# ---- design 1 ----
Design 1, sequential cells colored by netlist name:
Scale bar: 50 um. Other sequential cells in the stronger gray, the rest of the logic in the fainter gray.
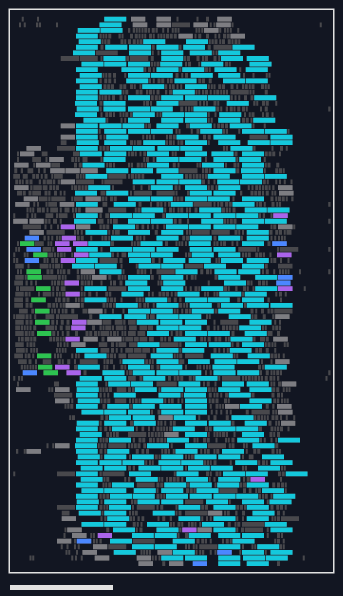

===== config.mk =====
export PLATFORM = sky130hd
export DESIGN_NAME = jsv_bitmap_writer
export DESIGN_NICKNAME = d
export VERILOG_FILES = /design/src/rtl/jsv_bitmap_writer.sv
export SDC_FILE = /design/constraint.sdc
export NUM_CORES = 1
export LEC_CHECK = 0
export ABC_AREA = 1
export CORE_ASPECT_RATIO = 1.75
export CORE_UTILIZATION = 57
export DETAILED_ROUTE_END_ITERATION = 8
export DONT_BUFFER_PORTS = 1
export PLACE_DENSITY = 0.82
export SLEW_MARGIN = 20
export SYNTH_ARGS = -nofsm -noshare
export SYNTH_HDL_FRONTEND = slang
export SYNTH_SLANG_ARGS = --single-unit

===== constraint.sdc =====
create_clock -name clk_clk -period 4.4 [get_ports clk_clk]
set_input_delay 1.32 -clock clk_clk [delete_from_list [all_inputs] [get_ports clk_clk]]
set_output_delay 1.32 -clock clk_clk [all_outputs]
set_load 0.01 [all_outputs]

===== src/rtl/jsv_bitmap_writer.sv =====
// Pixel-to-SDRAM bitmap writer: 2-stage address pipeline, write FIFO, Avalon-MM master, double-buffer flip.
// Optional macro JSV_CLIP_EN enables discarding of out-of-frame pixels with a saturating drop counter.
module jsv_bitmap_writer #(
  parameter int H_RES      = 640,
  parameter int V_RES      = 480,
  parameter int XW         = 10,
  parameter int YW         = 9,
  parameter int PIX_W      = 8,
  parameter int BUS_W      = 16,
  parameter int ADDR_W     = 24,
  parameter int FIFO_DEPTH = 16,
  parameter logic [ADDR_W-1:0] BUF1_BASE = 24'h04B000
) (
  input  logic                 clk_clk,
  input  logic                 reset_reset,
  input  logic                 pix_valid,
  output logic                 pix_ready,
  input  logic [XW-1:0]        pix_x,
  input  logic [YW-1:0]        pix_y,
  input  logic [PIX_W-1:0]     pix_i,
  input  logic                 pix_last,
  output logic [ADDR_W-1:0]    avm_address,
  output logic                 avm_write,
  output logic [BUS_W-1:0]     avm_writedata,
  output logic [BUS_W/8-1:0]   avm_byteenable,
  input  logic                 avm_waitrequest,
  output logic                 front_sel,
  output logic                 frame_done,
  output logic [15:0]          drop_count,
  output logic                 dbg_state
);
  // Handshakes: a pixel moves when pix_valid && pix_ready; a bus write completes
  // when avm_write && !avm_waitrequest, and the presented write holds until then.

  localparam int BE_W  = BUS_W / 8;
  localparam int PTR_W = $clog2(FIFO_DEPTH);
  localparam int CNT_W = PTR_W + 1;
  localparam int ENT_W = ADDR_W + BUS_W + BE_W;
  localparam logic [ADDR_W-1:0] H_RES_A = ADDR_W'(H_RES);
  localparam logic [CNT_W-1:0]  DEPTH_C = CNT_W'(FIFO_DEPTH);

  typedef enum logic {ST_RUN = 1'b0, ST_DRAIN = 1'b1} state_t;

  state_t state_q, state_d;
  logic   front_sel_q, front_sel_d;
  logic   frame_done_q, frame_done_d;

  logic              s1_valid_q, s1_drop_q;
  logic [ADDR_W-1:0] s1_ymul_q, s1_x_q, s1_base_q;
  logic [PIX_W-1:0]  s1_pix_q;

  logic              s2_valid_q, s2_drop_q;
  logic [ADDR_W-1:0] s2_addr_q;
  logic [BUS_W-1:0]  s2_data_q;
  logic [BE_W-1:0]   s2_be_q;

  logic [ENT_W-1:0]  mem_q [FIFO_DEPTH];
  logic [PTR_W-1:0]  wr_ptr_q, rd_ptr_q;
  logic [CNT_W-1:0]  count_q, count_d;

  logic              out_write_q;
  logic [ADDR_W-1:0] out_addr_q;
  logic [BUS_W-1:0]  out_data_q;
  logic [BE_W-1:0]   out_be_q;
  logic [15:0]       drop_q;

  logic              accept, clip, out_free, fifo_empty, s2_push, pop, bypass, push, drain_done;
  logic [CNT_W-1:0]  occupancy;
  logic [ADDR_W-1:0] lin, offset, addr_d;
  logic [BUS_W-1:0]  data_d;
  logic [BE_W-1:0]   be_d;
  logic [ENT_W-1:0]  head;

  assign occupancy = count_q + CNT_W'(s1_valid_q) + CNT_W'(s2_valid_q);
  assign pix_ready = !reset_reset && (state_q == ST_RUN) && (occupancy < DEPTH_C);
  assign accept    = pix_valid && pix_ready;

`ifdef JSV_CLIP_EN
  localparam logic [31:0] H_LIM = H_RES;
  localparam logic [31:0] V_LIM = V_RES;
  assign clip = (32'(pix_x) >= H_LIM) || (32'(pix_y) >= V_LIM);
`else
  assign clip = 1'b0;
`endif

  // Stage 2 address: the row product was registered in stage 1.
  assign lin    = s1_ymul_q + s1_x_q;
  assign offset = (PIX_W == 16) ? {lin[ADDR_W-2:0], 1'b0} : lin;
  assign addr_d = s1_base_q + offset;

  generate
    if (PIX_W == 8) begin : g_pix8
      assign data_d = BUS_W'({s1_pix_q, s1_pix_q});
      assign be_d   = addr_d[0] ? BE_W'(2'b10) : BE_W'(2'b01);
    end else begin : g_pix16
      assign data_d = BUS_W'(s1_pix_q);
      assign be_d   = '1;
    end
  endgenerate

  assign out_free   = !out_write_q || !avm_waitrequest;
  assign fifo_empty = (count_q == '0);
  assign s2_push    = s2_valid_q && !s2_drop_q;
  assign pop        = out_free && !fifo_empty;
  // An empty FIFO lets stage 2 load the bus register directly; ordering is preserved.
  assign bypass     = out_free && fifo_empty && s2_push;
  assign push       = s2_push && !bypass;
  assign count_d    = count_q + CNT_W'(push) - CNT_W'(pop);
  assign head       = mem_q[rd_ptr_q];
  assign drain_done = !s1_valid_q && !s2_valid_q && fifo_empty && out_free;

  always_comb begin
    state_d      = state_q;
    front_sel_d  = front_sel_q;
    frame_done_d = 1'b0;
    case (state_q)
      ST_RUN:   if (accept && pix_last) state_d = ST_DRAIN;
      ST_DRAIN: if (drain_done) begin
        state_d      = ST_RUN;
        front_sel_d  = !front_sel_q;
        frame_done_d = 1'b1;
      end
      default:  state_d = ST_RUN;
    endcase
  end

  always_ff @(posedge clk_clk) begin
    if (reset_reset) begin
      state_q      <= ST_RUN;
      front_sel_q  <= 1'b0;
      frame_done_q <= 1'b0;
      s1_valid_q   <= 1'b0;
      s1_drop_q    <= 1'b0;
      s1_ymul_q    <= '0;
      s1_x_q       <= '0;
      s1_base_q    <= '0;
      s1_pix_q     <= '0;
      s2_valid_q   <= 1'b0;
      s2_drop_q    <= 1'b0;
      s2_addr_q    <= '0;
      s2_data_q    <= '0;
      s2_be_q      <= '0;
      wr_ptr_q     <= '0;
      rd_ptr_q     <= '0;
      count_q      <= '0;
      out_write_q  <= 1'b0;
      out_addr_q   <= '0;
      out_data_q   <= '0;
      out_be_q     <= '0;
    end else begin
      state_q      <= state_d;
      front_sel_q  <= front_sel_d;
      frame_done_q <= frame_done_d;
      s1_valid_q   <= accept;
      s1_drop_q    <= clip;
      s1_ymul_q    <= ADDR_W'(pix_y) * H_RES_A;
      s1_x_q       <= ADDR_W'(pix_x);
      s1_base_q    <= front_sel_q ? '0 : BUF1_BASE;
      s1_pix_q     <= pix_i;
      s2_valid_q   <= s1_valid_q;
      s2_drop_q    <= s1_drop_q;
      s2_addr_q    <= addr_d;
      s2_data_q    <= data_d;
      s2_be_q      <= be_d;
      count_q      <= count_d;
      if (push) wr_ptr_q <= wr_ptr_q + PTR_W'(1);
      if (pop)  rd_ptr_q <= rd_ptr_q + PTR_W'(1);
      if (out_free) begin
        out_write_q <= pop || bypass;
        if (pop) begin
          {out_addr_q, out_data_q, out_be_q} <= head;
        end else if (bypass) begin
          out_addr_q <= s2_addr_q;
          out_data_q <= s2_data_q;
          out_be_q   <= s2_be_q;
        end
      end
    end
  end

  always_ff @(posedge clk_clk) begin
    if (push) mem_q[wr_ptr_q] <= {s2_addr_q, s2_data_q, s2_be_q};
  end

`ifdef JSV_CLIP_EN
  always_ff @(posedge clk_clk) begin
    if (reset_reset) drop_q <= '0;
    else if (s2_valid_q && s2_drop_q && (drop_q != 16'hFFFF)) drop_q <= drop_q + 16'd1;
  end
`else
  assign drop_q = 16'h0000;
`endif

  assign avm_address    = out_addr_q;
  assign avm_write      = out_write_q;
  assign avm_writedata  = out_data_q;
  assign avm_byteenable = out_be_q;
  assign front_sel      = front_sel_q;
  assign frame_done     = frame_done_q;
  assign drop_count     = drop_q;
  assign dbg_state      = state_q;
endmodule


# ---- design 2 ----
**src/rtl/mips_ctrl_if.sv**
```systemverilog
// Control/handshake bundle between the multi-cycle MIPS controller and its datapath.
// master = controller side, slave = datapath/memory side.
interface mips_ctrl_if #(
    parameter int CNT_W = 32
);
    logic [5:0]       op;
    logic             mem_ready;
    logic             pc_wr;
    logic             pc_wr_cond;
    logic             i_or_d;
    logic             mem_rd;
    logic             mem_wr;
    logic             ir_wr;
    logic             reg_wr;
    logic             reg_dst;
    logic             mem_to_reg;
    logic             alu_src_a;
    logic [1:0]       alu_src_b;
    logic [2:0]       alu_op;
    logic [1:0]       pc_src;
    logic             ext_op;
    logic [3:0]       state;
    logic             illegal;
    logic [CNT_W-1:0] retired;

    modport master (
        input  op, mem_ready,
        output pc_wr, pc_wr_cond, i_or_d, mem_rd, mem_wr, ir_wr, reg_wr, reg_dst,
               mem_to_reg, alu_src_a, alu_src_b, alu_op, pc_src, ext_op,
               state, illegal, retired
    );

    modport slave (
        output op, mem_ready,
        input  pc_wr, pc_wr_cond, i_or_d, mem_rd, mem_wr, ir_wr, reg_wr, reg_dst,
               mem_to_reg, alu_src_a, alu_src_b, alu_op, pc_src, ext_op,
               state, illegal, retired
    );
endinterface

```
**src/rtl/mips_multicycle_ctrl.sv**
```systemverilog
// Moore sequencer for the multi-cycle MIPS datapath: fetch/decode/execute/memory/write-back,
// memory ready stalls, sticky trap on unknown opcodes, retired-instruction counter.
//
// state | meaning
// IF    | fetch instruction, PC += 4 when memory ready
// ID    | decode, precompute branch target
// MADR  | load/store address
// MRD   | data read
// WBM   | load write-back
// MWR   | data write
// EXR   | R-type execute
// WBR   | R-type write-back
// BEQ   | compare and conditional PC write
// JMP   | jump
// EXI   | addi/ori execute
// WBI   | immediate write-back
// TRAP  | unsupported opcode, held until reset
module mips_multicycle_ctrl #(
    parameter int CNT_W = 32
) (
    input  logic       clk,
    input  logic       reset,
    mips_ctrl_if.master bus
);
    typedef enum logic [3:0] {
        S_IF   = 4'd0,  S_ID  = 4'd1,  S_MADR = 4'd2,  S_MRD = 4'd3,
        S_WBM  = 4'd4,  S_MWR = 4'd5,  S_EXR  = 4'd6,  S_WBR = 4'd7,
        S_BEQ  = 4'd8,  S_JMP = 4'd9,  S_EXI  = 4'd10, S_WBI = 4'd11,
        S_TRAP = 4'd12
    } state_t;

    localparam logic [5:0] OP_RTYPE = 6'b000000;
    localparam logic [5:0] OP_LW    = 6'b100011;
    localparam logic [5:0] OP_SW    = 6'b101011;
    localparam logic [5:0] OP_BEQ   = 6'b000100;
    localparam logic [5:0] OP_J     = 6'b000010;
    localparam logic [5:0] OP_ADDI  = 6'b001000;
    localparam logic [5:0] OP_ORI   = 6'b001101;

    state_t           state_q, state_d;
    logic             ori_q, ori_d;
    logic             sw_q, sw_d;
    logic             illegal_q, illegal_d;
    logic [CNT_W-1:0] retired_q, retired_d;

    always_ff @(posedge clk or negedge reset) begin
        if (!reset) begin
            state_q   <= S_IF;
            ori_q     <= 1'b0;
            sw_q      <= 1'b0;
            illegal_q <= 1'b0;
            retired_q <= '0;
        end else begin
            state_q   <= state_d;
            ori_q     <= ori_d;
            sw_q      <= sw_d;
            illegal_q <= illegal_d;
            retired_q <= retired_d;
        end
    end

    // op is only looked at in ID; later states use the latched ori/sw flags
    always_comb begin
        state_d   = S_IF;
        ori_d     = ori_q;
        sw_d      = sw_q;
        illegal_d = illegal_q;
        retired_d = retired_q;
        case (state_q)
            S_IF:   state_d = bus.mem_ready ? S_ID : S_IF;
            S_ID: begin
                ori_d = (bus.op == OP_ORI);
                sw_d  = (bus.op == OP_SW);
                case (bus.op)
                    OP_RTYPE:        state_d = S_EXR;
                    OP_LW, OP_SW:    state_d = S_MADR;
                    OP_BEQ:          state_d = S_BEQ;
                    OP_J:            state_d = S_JMP;
                    OP_ADDI, OP_ORI: state_d = S_EXI;
                    default: begin
                        state_d   = S_TRAP;
                        illegal_d = 1'b1;
                    end
                endcase
            end
            S_MADR: state_d = sw_q ? S_MWR : S_MRD;
            S_MRD:  state_d = bus.mem_ready ? S_WBM : S_MRD;
            S_MWR: begin
                if (bus.mem_ready) begin
                    state_d   = S_IF;
                    retired_d = retired_q + CNT_W'(1);
                end else begin
                    state_d = S_MWR;
                end
            end
            S_EXR:  state_d = S_WBR;
            S_EXI:  state_d = S_WBI;
            S_WBM, S_WBR, S_BEQ, S_JMP, S_WBI: begin
                state_d   = S_IF;
                retired_d = retired_q + CNT_W'(1);
            end
            S_TRAP: begin
                state_d   = S_TRAP;
                illegal_d = 1'b1;
            end
            default: state_d = S_IF;
        endcase
    end

    // Controls are gated by reset so nothing (not even the fetch read) is requested while held.
    always_comb begin
        bus.pc_wr      = 1'b0;
        bus.pc_wr_cond = 1'b0;
        bus.i_or_d     = 1'b0;
        bus.mem_rd     = 1'b0;
        bus.mem_wr     = 1'b0;
        bus.ir_wr      = 1'b0;
        bus.reg_wr     = 1'b0;
        bus.reg_dst    = 1'b0;
        bus.mem_to_reg = 1'b0;
        bus.alu_src_a  = 1'b0;
        bus.alu_src_b  = 2'b00;
        bus.alu_op     = 3'b000;
        bus.pc_src     = 2'b00;
        bus.ext_op     = 1'b0;
        if (reset) begin
            bus.ext_op = 1'b1;
            case (state_q)
                S_IF: begin
                    bus.mem_rd    = 1'b1;
                    bus.alu_src_b = 2'b01;
                    bus.ir_wr     = bus.mem_ready;
                    bus.pc_wr     = bus.mem_ready;
                end
                S_ID:   bus.alu_src_b = 2'b11;
                S_MADR: begin
                    bus.alu_src_a = 1'b1;
                    bus.alu_src_b = 2'b10;
                end
                S_MRD: begin
                    bus.mem_rd = 1'b1;
                    bus.i_or_d = 1'b1;
                end
                S_WBM: begin
                    bus.reg_wr     = 1'b1;
                    bus.mem_to_reg = 1'b1;
                end
                S_MWR: begin
                    bus.mem_wr = 1'b1;
                    bus.i_or_d = 1'b1;
                end
                S_EXR: begin
                    bus.alu_src_a = 1'b1;
                    bus.alu_op    = 3'b010;
                end
                S_WBR: begin
                    bus.reg_wr  = 1'b1;
                    bus.reg_dst = 1'b1;
                end
                S_BEQ: begin
                    bus.alu_src_a  = 1'b1;
                    bus.alu_op     = 3'b001;
                    bus.pc_wr_cond = 1'b1;
                    bus.pc_src     = 2'b01;
                end
                S_JMP: begin
                    bus.pc_wr  = 1'b1;
                    bus.pc_src = 2'b10;
                end
                S_EXI: begin
                    bus.alu_src_a = 1'b1;
                    bus.alu_src_b = 2'b10;
                    bus.alu_op    = ori_q ? 3'b011 : 3'b000;
                    bus.ext_op    = ~ori_q;
                end
                S_WBI: begin
                    bus.reg_wr = 1'b1;
                    bus.ext_op = ~ori_q;
                end
                S_TRAP:  bus.ext_op = 1'b0;
                default: bus.ext_op = 1'b1;
            endcase
        end
    end

    assign bus.state   = state_q;
    assign bus.illegal = illegal_q;
    assign bus.retired = retired_q;
endmodule

```
**src/flat_wrapper.sv**
```systemverilog
// flat-port wrapper written by rule: the top's interface ports become plain ports
module mips_multicycle_ctrl_flat 
#(
    parameter int CNT_W = 32
)
  (clk, reset, bus_op, bus_mem_ready, bus_pc_wr, bus_pc_wr_cond, bus_i_or_d, bus_mem_rd, bus_mem_wr, bus_ir_wr, bus_reg_wr, bus_reg_dst, bus_mem_to_reg, bus_alu_src_a, bus_alu_src_b, bus_alu_op, bus_pc_src, bus_ext_op, bus_state, bus_illegal, bus_retired);
  mips_ctrl_if #(.CNT_W(CNT_W)) bus_i ();
  input  logic clk;
  input  logic reset;
  input wire logic [$bits(bus_i.op)-1:0] bus_op;
  input wire logic [$bits(bus_i.mem_ready)-1:0] bus_mem_ready;
  output wire logic [$bits(bus_i.pc_wr)-1:0] bus_pc_wr;
  output wire logic [$bits(bus_i.pc_wr_cond)-1:0] bus_pc_wr_cond;
  output wire logic [$bits(bus_i.i_or_d)-1:0] bus_i_or_d;
  output wire logic [$bits(bus_i.mem_rd)-1:0] bus_mem_rd;
  output wire logic [$bits(bus_i.mem_wr)-1:0] bus_mem_wr;
  output wire logic [$bits(bus_i.ir_wr)-1:0] bus_ir_wr;
  output wire logic [$bits(bus_i.reg_wr)-1:0] bus_reg_wr;
  output wire logic [$bits(bus_i.reg_dst)-1:0] bus_reg_dst;
  output wire logic [$bits(bus_i.mem_to_reg)-1:0] bus_mem_to_reg;
  output wire logic [$bits(bus_i.alu_src_a)-1:0] bus_alu_src_a;
  output wire logic [$bits(bus_i.alu_src_b)-1:0] bus_alu_src_b;
  output wire logic [$bits(bus_i.alu_op)-1:0] bus_alu_op;
  output wire logic [$bits(bus_i.pc_src)-1:0] bus_pc_src;
  output wire logic [$bits(bus_i.ext_op)-1:0] bus_ext_op;
  output wire logic [$bits(bus_i.state)-1:0] bus_state;
  output wire logic [$bits(bus_i.illegal)-1:0] bus_illegal;
  output wire logic [$bits(bus_i.retired)-1:0] bus_retired;
  assign bus_i.op = bus_op;
  assign bus_i.mem_ready = bus_mem_ready;
  assign bus_pc_wr = bus_i.pc_wr;
  assign bus_pc_wr_cond = bus_i.pc_wr_cond;
  assign bus_i_or_d = bus_i.i_or_d;
  assign bus_mem_rd = bus_i.mem_rd;
  assign bus_mem_wr = bus_i.mem_wr;
  assign bus_ir_wr = bus_i.ir_wr;
  assign bus_reg_wr = bus_i.reg_wr;
  assign bus_reg_dst = bus_i.reg_dst;
  assign bus_mem_to_reg = bus_i.mem_to_reg;
  assign bus_alu_src_a = bus_i.alu_src_a;
  assign bus_alu_src_b = bus_i.alu_src_b;
  assign bus_alu_op = bus_i.alu_op;
  assign bus_pc_src = bus_i.pc_src;
  assign bus_ext_op = bus_i.ext_op;
  assign bus_state = bus_i.state;
  assign bus_illegal = bus_i.illegal;
  assign bus_retired = bus_i.retired;
  mips_multicycle_ctrl #(.CNT_W(CNT_W)) u_core (.clk(clk), .reset(reset), .bus(bus_i));
endmodule
```
**config.mk**
```make
export PLATFORM = sky130hd
export DESIGN_NAME = mips_multicycle_ctrl_flat
export DESIGN_NICKNAME = d
export VERILOG_FILES = /design/src/rtl/mips_ctrl_if.sv /design/src/rtl/mips_multicycle_ctrl.sv /design/src/flat_wrapper.sv
export SDC_FILE = /design/constraint.sdc
export NUM_CORES = 1
export LEC_CHECK = 0
export ABC_AREA = 0
export CAP_MARGIN = 10
export CORE_MARGIN = 3
export CORE_UTILIZATION = 40
export DETAILED_ROUTE_END_ITERATION = 8
export MAX_ROUTING_LAYER = met4
export PLACE_DENSITY = 0.69
export SYNTH_ARGS = -nofsm -noshare
export SYNTH_HDL_FRONTEND = slang
export SYNTH_SLANG_ARGS = --single-unit
export TNS_END_PERCENT = 1
```
**constraint.sdc**
```tcl
create_clock -name clk -period 3.1 [get_ports clk]
set_input_delay 0.62 -clock clk [delete_from_list [all_inputs] [get_ports clk]]
set_output_delay 0.62 -clock clk [all_outputs]
set_load 0.005 [all_outputs]
```
# ---- design 3 ----
## src/rtl/pc_redirect_unit_if.sv

```systemverilog
// Bundle between the ID stage and the PC redirect unit.
// The master side drives the ID-stage state and the comparator
// decision. The slave side (the redirect unit) returns the fetch
// address, the flush request and the statistics.
interface pc_redirect_unit_if #(
    parameter int CNT_WIDTH = 16
);
    logic                 Stall;
    logic [31:0]          IDInstruction;
    logic [31:0]          IDPC;
    logic [31:0]          RsData;
    logic                 Branch;
    logic                 Taken;
    logic [31:0]          PC;
    logic [31:0]          PCPlus4;
    logic                 Flush;
    logic                 RedirectPending;
    logic [CNT_WIDTH-1:0] BranchCount;
    logic [CNT_WIDTH-1:0] TakenCount;

    modport master (
        output Stall, IDInstruction, IDPC, RsData, Branch, Taken,
        input  PC, PCPlus4, Flush, RedirectPending, BranchCount, TakenCount
    );

    modport slave (
        input  Stall, IDInstruction, IDPC, RsData, Branch, Taken,
        output PC, PCPlus4, Flush, RedirectPending, BranchCount, TakenCount
    );
endinterface

```

## src/rtl/pc_redirect_unit.sv

```systemverilog
// PC redirect unit: owns the program counter, classifies the ID-stage
// instruction, computes the redirect target and selects the next PC.
// A redirect decided while the pipeline is stalled is parked in
// PendTarget and applied on the first unstalled edge. Saturating
// counters track applied branch decisions and applied redirects.
module pc_redirect_unit #(
    parameter logic [31:0] RESET_PC  = 32'h0000_0000,
    parameter int          CNT_WIDTH = 16
) (
    input  logic             Clk,
    input  logic             Rst_n,
    pc_redirect_unit_if.slave bus
);

    typedef enum logic [0:0] {
        ST_IDLE    = 1'b0,
        ST_PENDING = 1'b1
    } state_t;

    localparam logic [5:0] OP_SPECIAL = 6'b000000;
    localparam logic [5:0] OP_J       = 6'b000010;
    localparam logic [5:0] OP_JAL     = 6'b000011;
    localparam logic [5:0] FN_JR      = 6'b001000;

    state_t               state_q, state_d;
    logic [31:0]          pc_q, pc_d;
    logic [31:0]          pend_tgt_q, pend_tgt_d;
    logic [CNT_WIDTH-1:0] bcnt_q, bcnt_d;
    logic [CNT_WIDTH-1:0] tcnt_q, tcnt_d;

    logic [5:0]           opcode_s;
    logic [5:0]           funct_s;
    logic                 is_jr_s;
    logic                 is_j_s;
    logic                 is_jump_s;
    logic                 take_s;
    logic                 pending_s;
    logic [31:0]          idpc4_s;
    logic [31:0]          br_offset_s;
    logic [31:0]          target_s;
    logic [31:0]          pc_plus4_s;

    // Saturating increment: the counter sticks at all-ones instead of wrapping.
    function automatic logic [CNT_WIDTH-1:0] sat_inc(
        input logic [CNT_WIDTH-1:0] value,
        input logic                 enable
    );
        logic [CNT_WIDTH-1:0] result;
        if (enable && (value != {CNT_WIDTH{1'b1}})) begin
            result = value + CNT_WIDTH'(1);
        end else begin
            result = value;
        end
        return result;
    endfunction

    assign pending_s  = (state_q == ST_PENDING);
    assign pc_plus4_s = pc_q + 32'd4;

    // Decode the ID instruction and compute the redirect target.
    always_comb begin
        opcode_s    = bus.IDInstruction[31:26];
        funct_s     = bus.IDInstruction[5:0];
        is_jr_s     = (opcode_s == OP_SPECIAL) && (funct_s == FN_JR);
        is_j_s      = (opcode_s == OP_J) || (opcode_s == OP_JAL);
        is_jump_s   = is_jr_s || is_j_s;
        take_s      = bus.Branch && (bus.Taken || is_jump_s);
        idpc4_s     = bus.IDPC + 32'd4;
        br_offset_s = {{14{bus.IDInstruction[15]}}, bus.IDInstruction[15:0], 2'b00};
        if (is_jr_s) begin
            // Misaligned register targets pass through unchanged.
            target_s = bus.RsData;
        end else if (is_j_s) begin
            target_s = {idpc4_s[31:28], bus.IDInstruction[25:0], 2'b00};
        end else begin
            target_s = idpc4_s + br_offset_s;
        end
    end

    // Next-state selection: stall capture/hold, pending replay, redirect or sequential fetch.
    always_comb begin
        state_d    = state_q;
        pc_d       = pc_q;
        pend_tgt_d = pend_tgt_q;
        bcnt_d     = bcnt_q;
        tcnt_d     = tcnt_q;
        if (bus.Stall) begin
            if ((state_q == ST_IDLE) && take_s) begin
                // Park the redirect; the branch stays in ID until the stall drops.
                state_d    = ST_PENDING;
                pend_tgt_d = target_s;
            end else begin
                // Hold everything; a Take seen while pending is the same branch.
                state_d    = state_q;
                pend_tgt_d = pend_tgt_q;
            end
        end else begin
            bcnt_d = sat_inc(bcnt_q, bus.Branch || pending_s);
            tcnt_d = sat_inc(tcnt_q, take_s || pending_s);
            case (state_q)
                ST_PENDING: begin
                    // Replay the parked redirect and ignore the re-presented Take.
                    pc_d    = pend_tgt_q;
                    state_d = ST_IDLE;
                end
                ST_IDLE: begin
                    if (take_s) begin
                        pc_d = target_s;
                    end else begin
                        pc_d = pc_plus4_s;
                    end
                    state_d = ST_IDLE;
                end
                default: begin
                    pc_d    = RESET_PC;
                    state_d = ST_IDLE;
                end
            endcase
        end
    end

    // State registers; an asynchronous reset discards any parked redirect.
    always_ff @(posedge Clk or negedge Rst_n) begin
        if (!Rst_n) begin
            state_q    <= ST_IDLE;
            pc_q       <= RESET_PC;
            pend_tgt_q <= 32'h0000_0000;
            bcnt_q     <= {CNT_WIDTH{1'b0}};
            tcnt_q     <= {CNT_WIDTH{1'b0}};
        end else begin
            state_q    <= state_d;
            pc_q       <= pc_d;
            pend_tgt_q <= pend_tgt_d;
            bcnt_q     <= bcnt_d;
            tcnt_q     <= tcnt_d;
        end
    end

    // Flush marks the cycle whose edge loads a redirect target.
    always_comb begin
        if (Rst_n && !bus.Stall) begin
            bus.Flush = pending_s || take_s;
        end else begin
            bus.Flush = 1'b0;
        end
    end

    assign bus.PC              = pc_q;
    assign bus.PCPlus4         = pc_plus4_s;
    assign bus.RedirectPending = pending_s;
    assign bus.BranchCount     = bcnt_q;
    assign bus.TakenCount      = tcnt_q;

endmodule

```

## src/flat_wrapper.sv

```systemverilog
// flat-port wrapper written by rule: the top's interface ports become plain ports
module pc_redirect_unit_flat 
#(
    parameter logic [31:0] RESET_PC  = 32'h0000_0000,
    parameter int          CNT_WIDTH = 16
)
  (Clk, Rst_n, bus_Stall, bus_IDInstruction, bus_IDPC, bus_RsData, bus_Branch, bus_Taken, bus_PC, bus_PCPlus4, bus_Flush, bus_RedirectPending, bus_BranchCount, bus_TakenCount);
  pc_redirect_unit_if #(.CNT_WIDTH(CNT_WIDTH)) bus_i ();
  input  logic Clk;
  input  logic Rst_n;
  input wire logic [$bits(bus_i.Stall)-1:0] bus_Stall;
  input wire logic [$bits(bus_i.IDInstruction)-1:0] bus_IDInstruction;
  input wire logic [$bits(bus_i.IDPC)-1:0] bus_IDPC;
  input wire logic [$bits(bus_i.RsData)-1:0] bus_RsData;
  input wire logic [$bits(bus_i.Branch)-1:0] bus_Branch;
  input wire logic [$bits(bus_i.Taken)-1:0] bus_Taken;
  output wire logic [$bits(bus_i.PC)-1:0] bus_PC;
  output wire logic [$bits(bus_i.PCPlus4)-1:0] bus_PCPlus4;
  output wire logic [$bits(bus_i.Flush)-1:0] bus_Flush;
  output wire logic [$bits(bus_i.RedirectPending)-1:0] bus_RedirectPending;
  output wire logic [$bits(bus_i.BranchCount)-1:0] bus_BranchCount;
  output wire logic [$bits(bus_i.TakenCount)-1:0] bus_TakenCount;
  assign bus_i.Stall = bus_Stall;
  assign bus_i.IDInstruction = bus_IDInstruction;
  assign bus_i.IDPC = bus_IDPC;
  assign bus_i.RsData = bus_RsData;
  assign bus_i.Branch = bus_Branch;
  assign bus_i.Taken = bus_Taken;
  assign bus_PC = bus_i.PC;
  assign bus_PCPlus4 = bus_i.PCPlus4;
  assign bus_Flush = bus_i.Flush;
  assign bus_RedirectPending = bus_i.RedirectPending;
  assign bus_BranchCount = bus_i.BranchCount;
  assign bus_TakenCount = bus_i.TakenCount;
  pc_redirect_unit #(.RESET_PC(RESET_PC), .CNT_WIDTH(CNT_WIDTH)) u_core (.Clk(Clk), .Rst_n(Rst_n), .bus(bus_i));
endmodule
```

## config.mk

```make
export PLATFORM = sky130hd
export DESIGN_NAME = pc_redirect_unit_flat
export DESIGN_NICKNAME = d
export VERILOG_FILES = /design/src/rtl/pc_redirect_unit_if.sv /design/src/rtl/pc_redirect_unit.sv /design/src/flat_wrapper.sv
export SDC_FILE = /design/constraint.sdc
export NUM_CORES = 1
export LEC_CHECK = 0
export CORE_ASPECT_RATIO = 0.8
export CORE_MARGIN = 2
export CORE_UTILIZATION = 51
export CTS_CLUSTER_SIZE = 20
export DETAILED_ROUTE_END_ITERATION = 10
export GPL_TIMING_DRIVEN = 0
export PLACE_DENSITY = 0.83
export SLEW_MARGIN = 10
export SYNTH_ARGS = -nofsm -noshare
export SYNTH_HDL_FRONTEND = slang
export SYNTH_SLANG_ARGS = --single-unit
```

## constraint.sdc

```tcl
create_clock -name Clk -period 3.1 [get_ports Clk]
set_clock_uncertainty 0.05 [all_clocks]
set_input_delay 0.465 -clock Clk [delete_from_list [all_inputs] [get_ports Clk]]
set_output_delay 0.465 -clock Clk [all_outputs]
set_load 0.01 [all_outputs]
```

# ---- design 4 ----
### src/rtl/bin2bcd_display.sv
// Sequential 16-bit binary to 4-digit packed BCD converter (double dabble) that feeds
// the seven-segment multiplexer; results are held steady between conversions.
module bin2bcd_display #(
   parameter int OVF_MODE = 0
) (
   input  logic        clk,
   input  logic        rst_n,
   input  logic        start,
   input  logic [15:0] bin,
   output logic        busy,
   output logic        done,
   output logic        ovf,
   output logic [15:0] bcd
);

   typedef enum logic [1:0] {
      IDLE = 2'd0,
      CONV = 2'd1,
      LOAD = 2'd2
   } state_t;

   state_t      state_r;
   state_t      next_state_s;
   logic [15:0] shift_r;
   logic [19:0] scratch_r;
   logic [4:0]  step_r;
   logic        busy_r;
   logic        done_r;
   logic        ovf_r;
   logic [15:0] bcd_r;
   logic [19:0] adj_s;
   logic        over_s;

   function automatic logic [3:0] add3(input logic [3:0] d);
      if (d >= 4'd5) begin
         add3 = d + 4'd3;
      end else begin
         add3 = d;
      end
   endfunction

   // Digit correction before each shift, and the out-of-range test on the final scratch
   always_comb begin
      adj_s  = {add3(scratch_r[19:16]), add3(scratch_r[15:12]), add3(scratch_r[11:8]),
                add3(scratch_r[7:4]), add3(scratch_r[3:0])};
      over_s = (scratch_r[19:16] != 4'd0) || (scratch_r[15:0] > 16'h9999);
   end

   // State register
   always_ff @(posedge clk) begin
      if (!rst_n) begin
         state_r <= IDLE;
      end else begin
         state_r <= next_state_s;
      end
   end

   // Next-state logic: start is honoured only in IDLE, so it is ignored during LOAD
   always_comb begin
      next_state_s = state_r;
      case (state_r)
         IDLE: begin
            if (start) begin
               next_state_s = CONV;
            end else begin
               next_state_s = IDLE;
            end
         end
         CONV: begin
            if (step_r == 5'd15) begin
               next_state_s = LOAD;
            end else begin
               next_state_s = CONV;
            end
         end
         LOAD:    next_state_s = IDLE;
         default: next_state_s = IDLE;
      endcase
   end

   // Datapath and registered outputs
   always_ff @(posedge clk) begin
      if (!rst_n) begin
         shift_r   <= 16'h0000;
         scratch_r <= 20'h00000;
         step_r    <= 5'd0;
         busy_r    <= 1'b0;
         done_r    <= 1'b0;
         ovf_r     <= 1'b0;
         bcd_r     <= 16'h0000;
      end else begin
         done_r <= 1'b0;
         case (state_r)
            IDLE: begin
               if (start) begin
                  shift_r   <= bin;
                  scratch_r <= 20'h00000;
                  step_r    <= 5'd0;
                  busy_r    <= 1'b1;
               end
            end
            CONV: begin
               {scratch_r, shift_r} <= {adj_s[18:0], shift_r, 1'b0};
               step_r               <= step_r + 5'd1;
            end
            LOAD: begin
               // Wrap mode keeps the low four decimal digits (value mod 10000)
               if (over_s) begin
                  ovf_r <= 1'b1;
                  bcd_r <= (OVF_MODE == 0) ? 16'h9999 : scratch_r[15:0];
               end else begin
                  ovf_r <= 1'b0;
                  bcd_r <= scratch_r[15:0];
               end
               done_r <= 1'b1;
               busy_r <= 1'b0;
            end
            default: begin
               busy_r <= 1'b0;
            end
         endcase
      end
   end

   assign busy = busy_r;
   assign done = done_r;
   assign ovf  = ovf_r;
   assign bcd  = bcd_r;

endmodule

### config.mk
export PLATFORM = sky130hd
export DESIGN_NAME = bin2bcd_display
export DESIGN_NICKNAME = d
export VERILOG_FILES = /design/src/rtl/bin2bcd_display.sv
export SDC_FILE = /design/constraint.sdc
export NUM_CORES = 1
export LEC_CHECK = 0
export CORE_MARGIN = 2
export CORE_UTILIZATION = 31
export CTS_CLUSTER_SIZE = 28
export DETAILED_ROUTE_END_ITERATION = 7
export PLACE_DENSITY_LB_ADDON = 0.3
export SYNTH_ARGS = -nofsm -noshare
export SYNTH_HDL_FRONTEND = slang
export SYNTH_SLANG_ARGS = --single-unit
### constraint.sdc
create_clock -name clk -period 5 [get_ports clk]
set_clock_uncertainty 0.15 [all_clocks]
set_input_delay 1 -clock clk [delete_from_list [all_inputs] [get_ports clk]]
set_output_delay 1 -clock clk [all_outputs]
set_load 0.02 [all_outputs]
Design 4, sequential cells colored by netlist name:
Scale bar: 20 um. Other sequential cells in the stronger gray, the rest of the logic in the fainter gray.
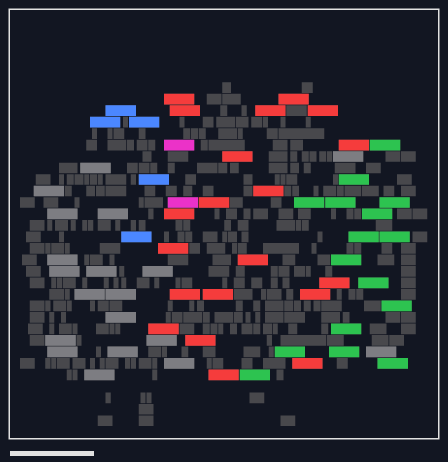
legend:
  magenta:
    name_in_the_netlist: state_r
    flops: 2
  green:
    name_in_the_netlist: bcd
    flops: 16
  blue:
    name_in_the_netlist: step_r
    flops: 5
  red:
    name_in_the_netlist: scratch_r
    flops: 20
FF+latch area: 1240 um^2
final core utilization: 38.8%
fraction of area in registers: 34.8%

Design 4, drive-strength map:
Scale bar: 20 um.
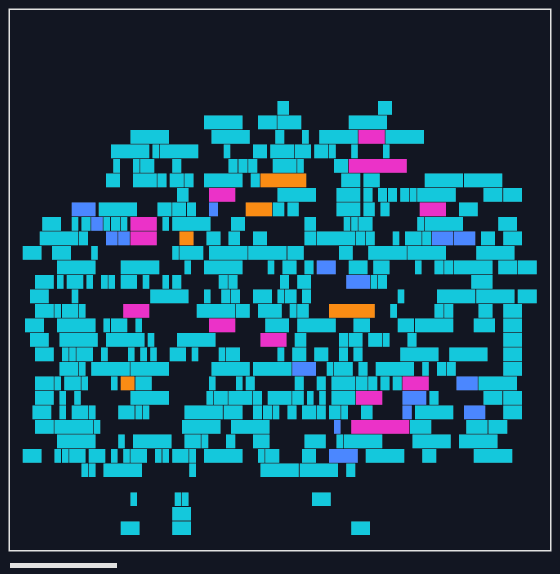
legend:
  blue:
    size: _2 cells
    cells: 16
  orange:
    size: _3 and _4 cells
    cells: 5
  magenta:
    size: _6 and larger
    cells: 12
  cyan:
    size: _0 and _1 cells
    cells: 332
Signal buffers: 39
Design Area, Final: 3570 um^2
Area growth, synth to finish: 21.6%
Final WS setup: 2.18 ns

==> results_dict.tcl, design 4 <==
# place-and-route summary
set metrics [dict create \
    maxPowerGroup "sequential cells" \
    synth.avg_cell_area_um2 8.79 \
    dp.cells 460 \
    final-clk-cell-share_pct 6.03 \
    total_power_mw 1.07 \
    drv_slew 0 \
    p_clk_share_pct 44.7 \
    intPower_mw 0.831 \
    status "finished clean" \
    post-route-period-util_pct 56.5 \
    timing.fmax_ghz 0.354 \
    maxSlewHeadroom_pct 37.8 \
    sh_comb_area_pct 43.0 \
    area_share_nonclk_buffers_pct 10.8 \
    syn_nets 366 \
]
[design 4: critical path, stage by stage]
cell and delay (ns):
clkdlybuf4s50_1 1.00, inv_2 0.55, a311oi_1 0.35
[design 4: registers in the layout, indices dropped and copies added (netlist names)]
| name | cells |
|---|---|
| bcd | 16 |
| ovf | 1 |
| scratch_r | 20 |
| shift_r | 16 |
| state_r | 2 |
| done | 1 |
| busy | 1 |
| step_r | 5 |
[design 4: per-layer routing]
layer  routed length [um]  share of wire [%]  vias to the layer above
li1                     -                  -                     1245
met1                 3400                 53                     1148
met2                 2690                 42                       54
met3                  285                4.4                       10
met4                   97                1.5                        0
met5                    0                  0                        -
[design 4: worst max-delay path by stage]
| stage | cells past startpoint | slack [ns] | to | startpoint |
|---|---|---|---|---|
| 2_1_floorplan | 5 | 2.95 | shift_r[10] | start |
| 3_3_place_gp | 3 | 1.92 | shift_r[11] | rst_n |
| 3_5_place_dp | 3 | 1.89 | shift_r[5] | rst_n |
| 4_1_cts | 3 | 2.23 | shift_r[5] | rst_n |
| 5_1_grt | 3 | 1.98 | bcd[5] | rst_n |
| 6_report | 3 | 2.18 | shift_r[5] | rst_n |
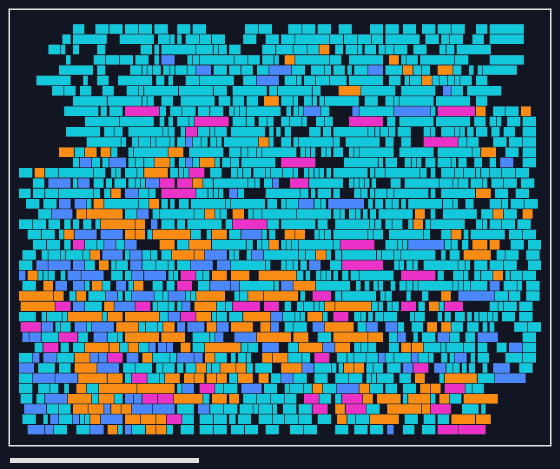
Design 3: drive-strength map
Scale bar: 50 um.
legend:
  magenta:
    size: _6 and larger
    cells: 47
  orange:
    size: _3 and _4 cells
    cells: 163
  blue:
    size: _2 cells
    cells: 128
  cyan:
    size: _0 and _1 cells
    cells: 929
Design Area, Final: 12300 um^2
Final WS setup: -0.790 ns
Area growth, synth to finish: 56.1%
Signal buffers: 332

==> results_dict.tcl, design 3 <==
# place-and-route summary
set metrics [dict create \
    pre_cts_slack_ns -1.91 \
    leakagePower_nw 5.07 \
    critPathMaxFanout 4 \
    htreeDepth 3 \
    syn_area_um2 7880 \
    crit_end "u_core.pend_tgt_q[29]" \
    setup_ws_ns -0.790 \
    setup_viol 37 \
    final_nets 1402 \
    irDropWorstVdd_uv 326 \
    dp.cells 1373 \
    intPower_mw 3.56 \
    violations "negative setup slack" \
    synth.avg_cell_area_um2 8.18 \
    status "finished with violations" \
    rrSetupSlack_ns 0.52 \
    synth_seq_share_pct 30.8 \
]
==> design 3: kinds of logic after synthesis <==
family | share of synthesized area (%)
and+or+nand+nor | 24.1
AOI/OAI and AO/OA | 22.4
xor gates and xnor gates | 11.4
DFF | 30.8
buffers and inverters | 4.32
adders and majority gates | 6.28
muxes | 0.682
==> design 3: worst max-delay path: cells and delay by family <==
kind / cells / cell delay [ns]
AND-OR/OR-AND: 5 / 1.30
AND/OR/NAND/NOR: 7 / 1.51
adder cells (fa/ha/maj): 1 / 0.34
XOR/XNOR: 1 / 0.19
buffers and inverters: 3 / 0.30
==> design 3: power by group through the flow <==
stage	logic [mW]	clock network (mW)	registers, mW
floorplan	1.08	0	1.89
global route	2.88	1.18	1.92
CTS	2.44	1.13	1.86
global placement	2.18	0	1.87
finish	2.74	1.13	1.88
detailed placement	2.21	0	1.89
==> design 3: final cells by class <==
type                            instances  area [um^2]
Clock inverter                          5         63.8
Sequential cell                        97         2430
Multi-Input combinational cell        801         6250
Clock buffer                           11          233
Inverter                               21         86.3
Timing Repair Buffer                  291         2720
Fill cell                             864         2760
Buffer                                 41          255
Tap cell                              210          263
Design 1, drive-strength map:
Scale bar: 50 um.
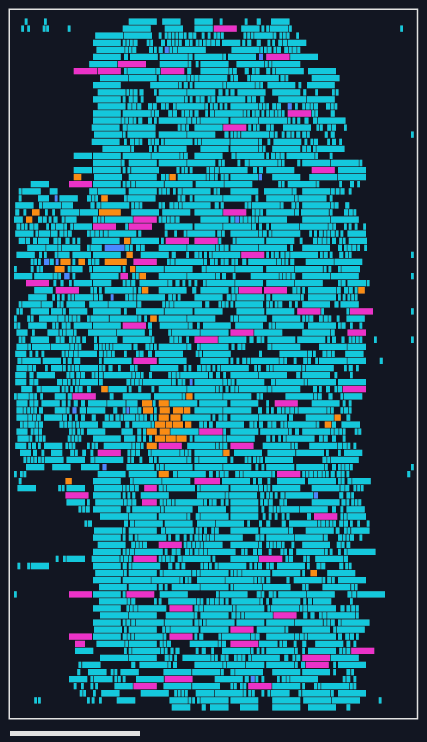
legend:
  blue:
    size: _2 cells
    cells: 17
  magenta:
    size: _6 and larger
    cells: 61
  cyan:
    size: _0 and _1 cells
    cells: 2084
  orange:
    size: _3 and _4 cells
    cells: 43
Design Area, Final: 25500 um^2
Final WS setup: 1.32 ns

About 'sequential cells colored by netlist name' of design 1:
legend:
  blue:
    name_in_the_netlist: s1_x_q
    flops: 10
  purple:
    name_in_the_netlist: s2_addr_q
    flops: 20
  green:
    name_in_the_netlist: s1_ymul_q
    flops: 12
    where: middle left
  cyan:
    name_in_the_netlist: mem_q
    flops: 464
not colored: 70
FF+latch area: 16200 um^2
final core utilization: 62.2%
fraction of area in registers: 63.4%
sequential power: 6.67 mW

==> results_dict.tcl, design 1 <==
# place-and-route summary
set metrics [dict create \
    drv_slew 0 \
    avgViaCountPerCell 5.85 \
    async_flop_share_pct 0 \
    final_nets 2234 \
    critPathRequiredTime_ns 3.08 \
    grt_overflow 0 \
    status "finished clean" \
    comb_area_um2 6370 \
    row_count 98 \
    cp.arrival_ns 1.76 \
    initCoreUtil_pct 58.0 \
    grt_pass1_vias 16246 \
    ant_nets 0 \
    ys_area_um2 23800 \
    ys_types 34 \
]
-- design 1: per-stage QoR --
step                      setup WS (ns)  hold slack, ns
after floorplan                   0.974           0.388
after global placement             1.14           0.389
after detailed placement           1.02           0.395
after CTS                          1.34           0.410
after global routing               1.21           0.414
final                              1.32           0.404
-- design 1: layout make-up --
type                            instances  area share (%)
Inverter                              140            2.09
Multi-Input combinational cell       1380            24.9
Clock buffer                           59            5.07
Timing Repair Buffer                   19           0.686
Sequential cell                       576            63.4
Tap cell                              550            2.69
Clock inverter                         31            1.17
-- design 1: power by group --
part | internal [mW] | total (mW) | switching (mW)
Sequential | 6.16 | 6.67 | 0.508
Clock | 2.40 | 4.30 | 1.90
Combinational | 1.09 | 3.63 | 2.55
Total | 9.65 | 14.6 | 4.96
-- design 1: layer usage --
metal  global-route usage (%)  part of all wire [%]  up-vias
met2                     47.3                    51      977
met4                     17.6                   6.7        0
met5                        0                     0        -
met3                     4.15                   9.5      236
li1                         -                     -     7334
met1                     31.2                    33     7573
Design 2, clock routing:
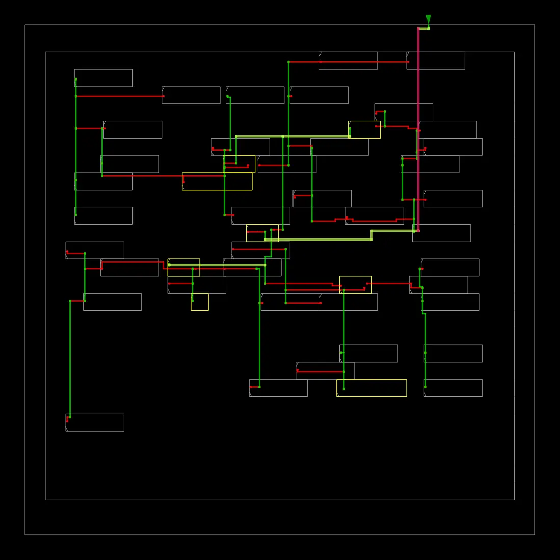
registers: 39
CTS Sinks: 39
TritonCTS buffer count: 5
Power Clock: 0.506 mW

Design 2, drive-strength map:
Scale bar: 20 um.
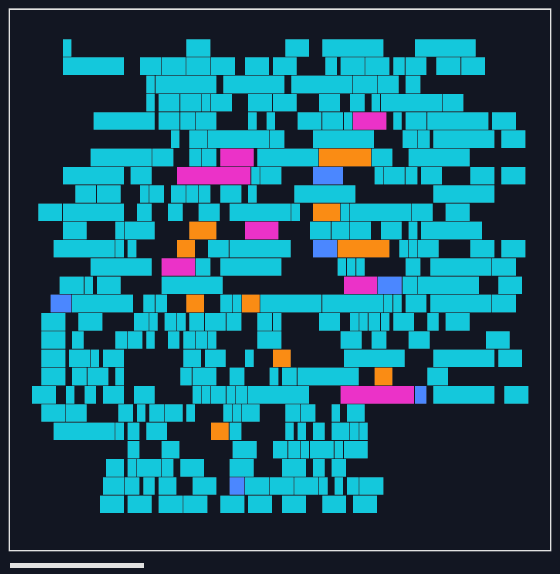
legend:
  blue:
    size: _2 cells
    cells: 6
  magenta:
    size: _6 and larger
    cells: 7
  cyan:
    size: _0 and _1 cells
    cells: 277
  orange:
    size: _3 and _4 cells
    cells: 10
Area growth, synth to finish: 36.3%
Design Area, Final: 3020 um^2
Final WS setup: 0.341 ns

==> results_dict.tcl, design 2 <==
# place-and-route summary
set metrics [dict create \
    die_y_um 80.5 \
    comb_cell_power_mw 0.614 \
    post-dp-hpwl_um 3740 \
    wl_met2_um 2300 \
    comb_power_share_pct 34.1 \
    critPathMaxFanout 16 \
    startpoint "u_core.bus.state[3]" \
    maxPowerGroup "sequential cells" \
    hold_slack_ns 0.166 \
    fin_cells 370 \
    initCoreUtil_pct 42.3 \
    io_buffers 62 \
    drv_slew 0 \
    syn_area_um2 2220 \
    grt_pass1_vias 1766 \
    log.warning_count 26 \
    rr_endpoint "u_core.bus.retired[18]" \
    grt_pass1_wl_um 8410 \
    drive_gt1_share_pct 7.67 \
    hp-class "in -> async" \
    post-route-period-util_pct 89.0 \
    swShare_pct 32.2 \
    status "finished clean" \
    synth.avg_cell_area_um2 9.39 \
    critPathRequiredTime_ns 2.48 \
    synth_seq_share_pct 44.0 \
    leakagePower_nw 1.15 \
    wl_met1_um 2430 \
]
## design 2: synth_stat cells (all sizes together), types with 2 or more instances
master	n	share of area, %
a21boi	3	1.0
a21oi	3	0.68
and2	2	0.56
and3	5	1.4
and4	2	0.79
buf	5	2.2
clkbuf	6	1.0
dfrtp	39	44
inv	6	1.0
nand2	30	5.1
nand2b	4	1.1
nand3	10	2.3
nand3b	2	0.68
nand4	5	1.4
nor2	23	3.9
nor2b	6	1.7
nor3	10	2.7
nor3b	2	0.68
nor4	5	3.0
o21ai	9	2.0
o22ai	2	0.56
or3	5	1.6
or4	2	0.85
xnor2	24	9.5
xor2	10	4.0
## design 2: worst max-delay path: cells and delay by family, from the launching register on
kind,cells,cell delay [ns]
buf+inv,1,0.55
flops,1,0.63
simple gates,3,0.68
## design 2: cell type report
type	count	area (um^2)
Sequential cell	39	976
Clock inverter	3	67.6
Tap cell	70	87.6
Fill cell	461	2210
Timing Repair Buffer	67	653
Clock buffer	5	68.8
Multi-Input combinational cell	180	1150
Inverter	6	22.5
## design 2: registers in the layout, summed over array words and instances (netlist names)
name,cells
u_core.bus.illegal,1
u_core.bus.retired,32
u_core.bus.state,4
u_core.ori_q,1
u_core.sw_q,1


==> gallery <==
Wires at chosen ports, followed through buffers.
shot_01.png
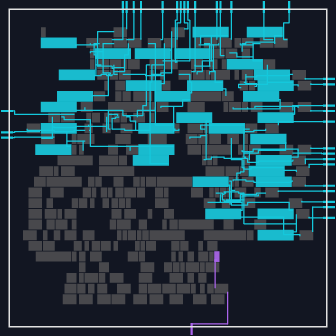
shot_02.png
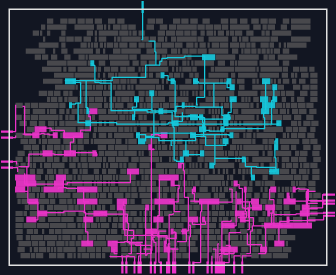
shot_03.png
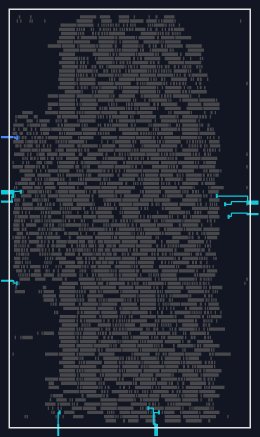
shot_04.png
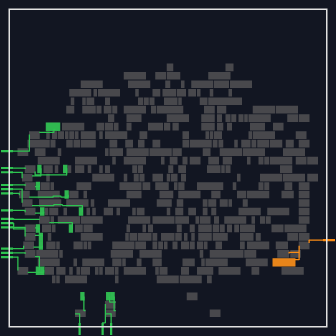
shot_02.png -> design 3
shot_01.png -> design 2
shot_03.png -> design 1
shot_04.png -> design 4
- most cells: shot_03.png
- fewest cells: shot_01.png


==> gallery <==
Clock routing.
(a)
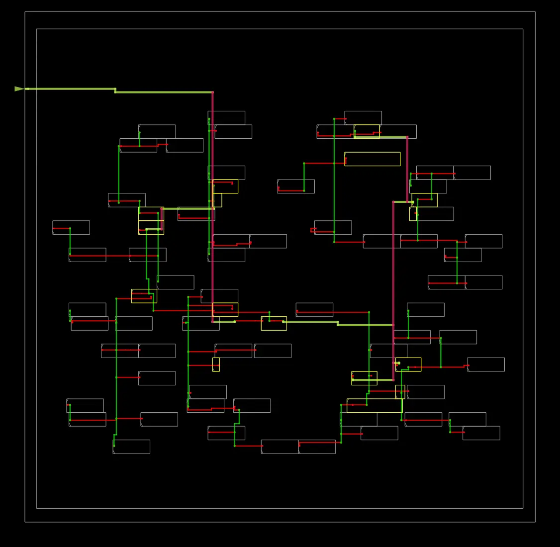
(b)
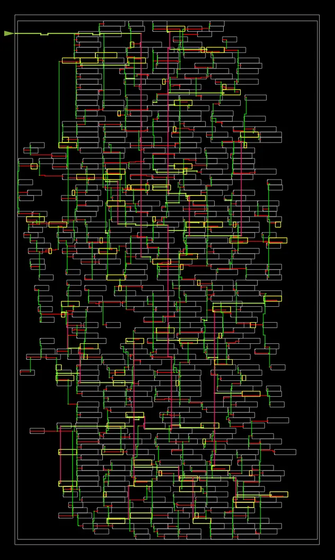
(c)
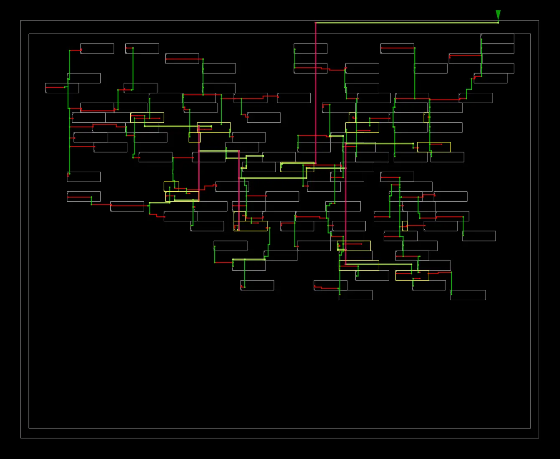
| picture | from |
|---|---|
| (a) | design 4 |
| (c) | design 3 |
| (b) | design 1 |
- most sequential cells: (b)
- fewest sequential cells: (a)

No activity file was given, so power comes from the tool's default toggle rates.
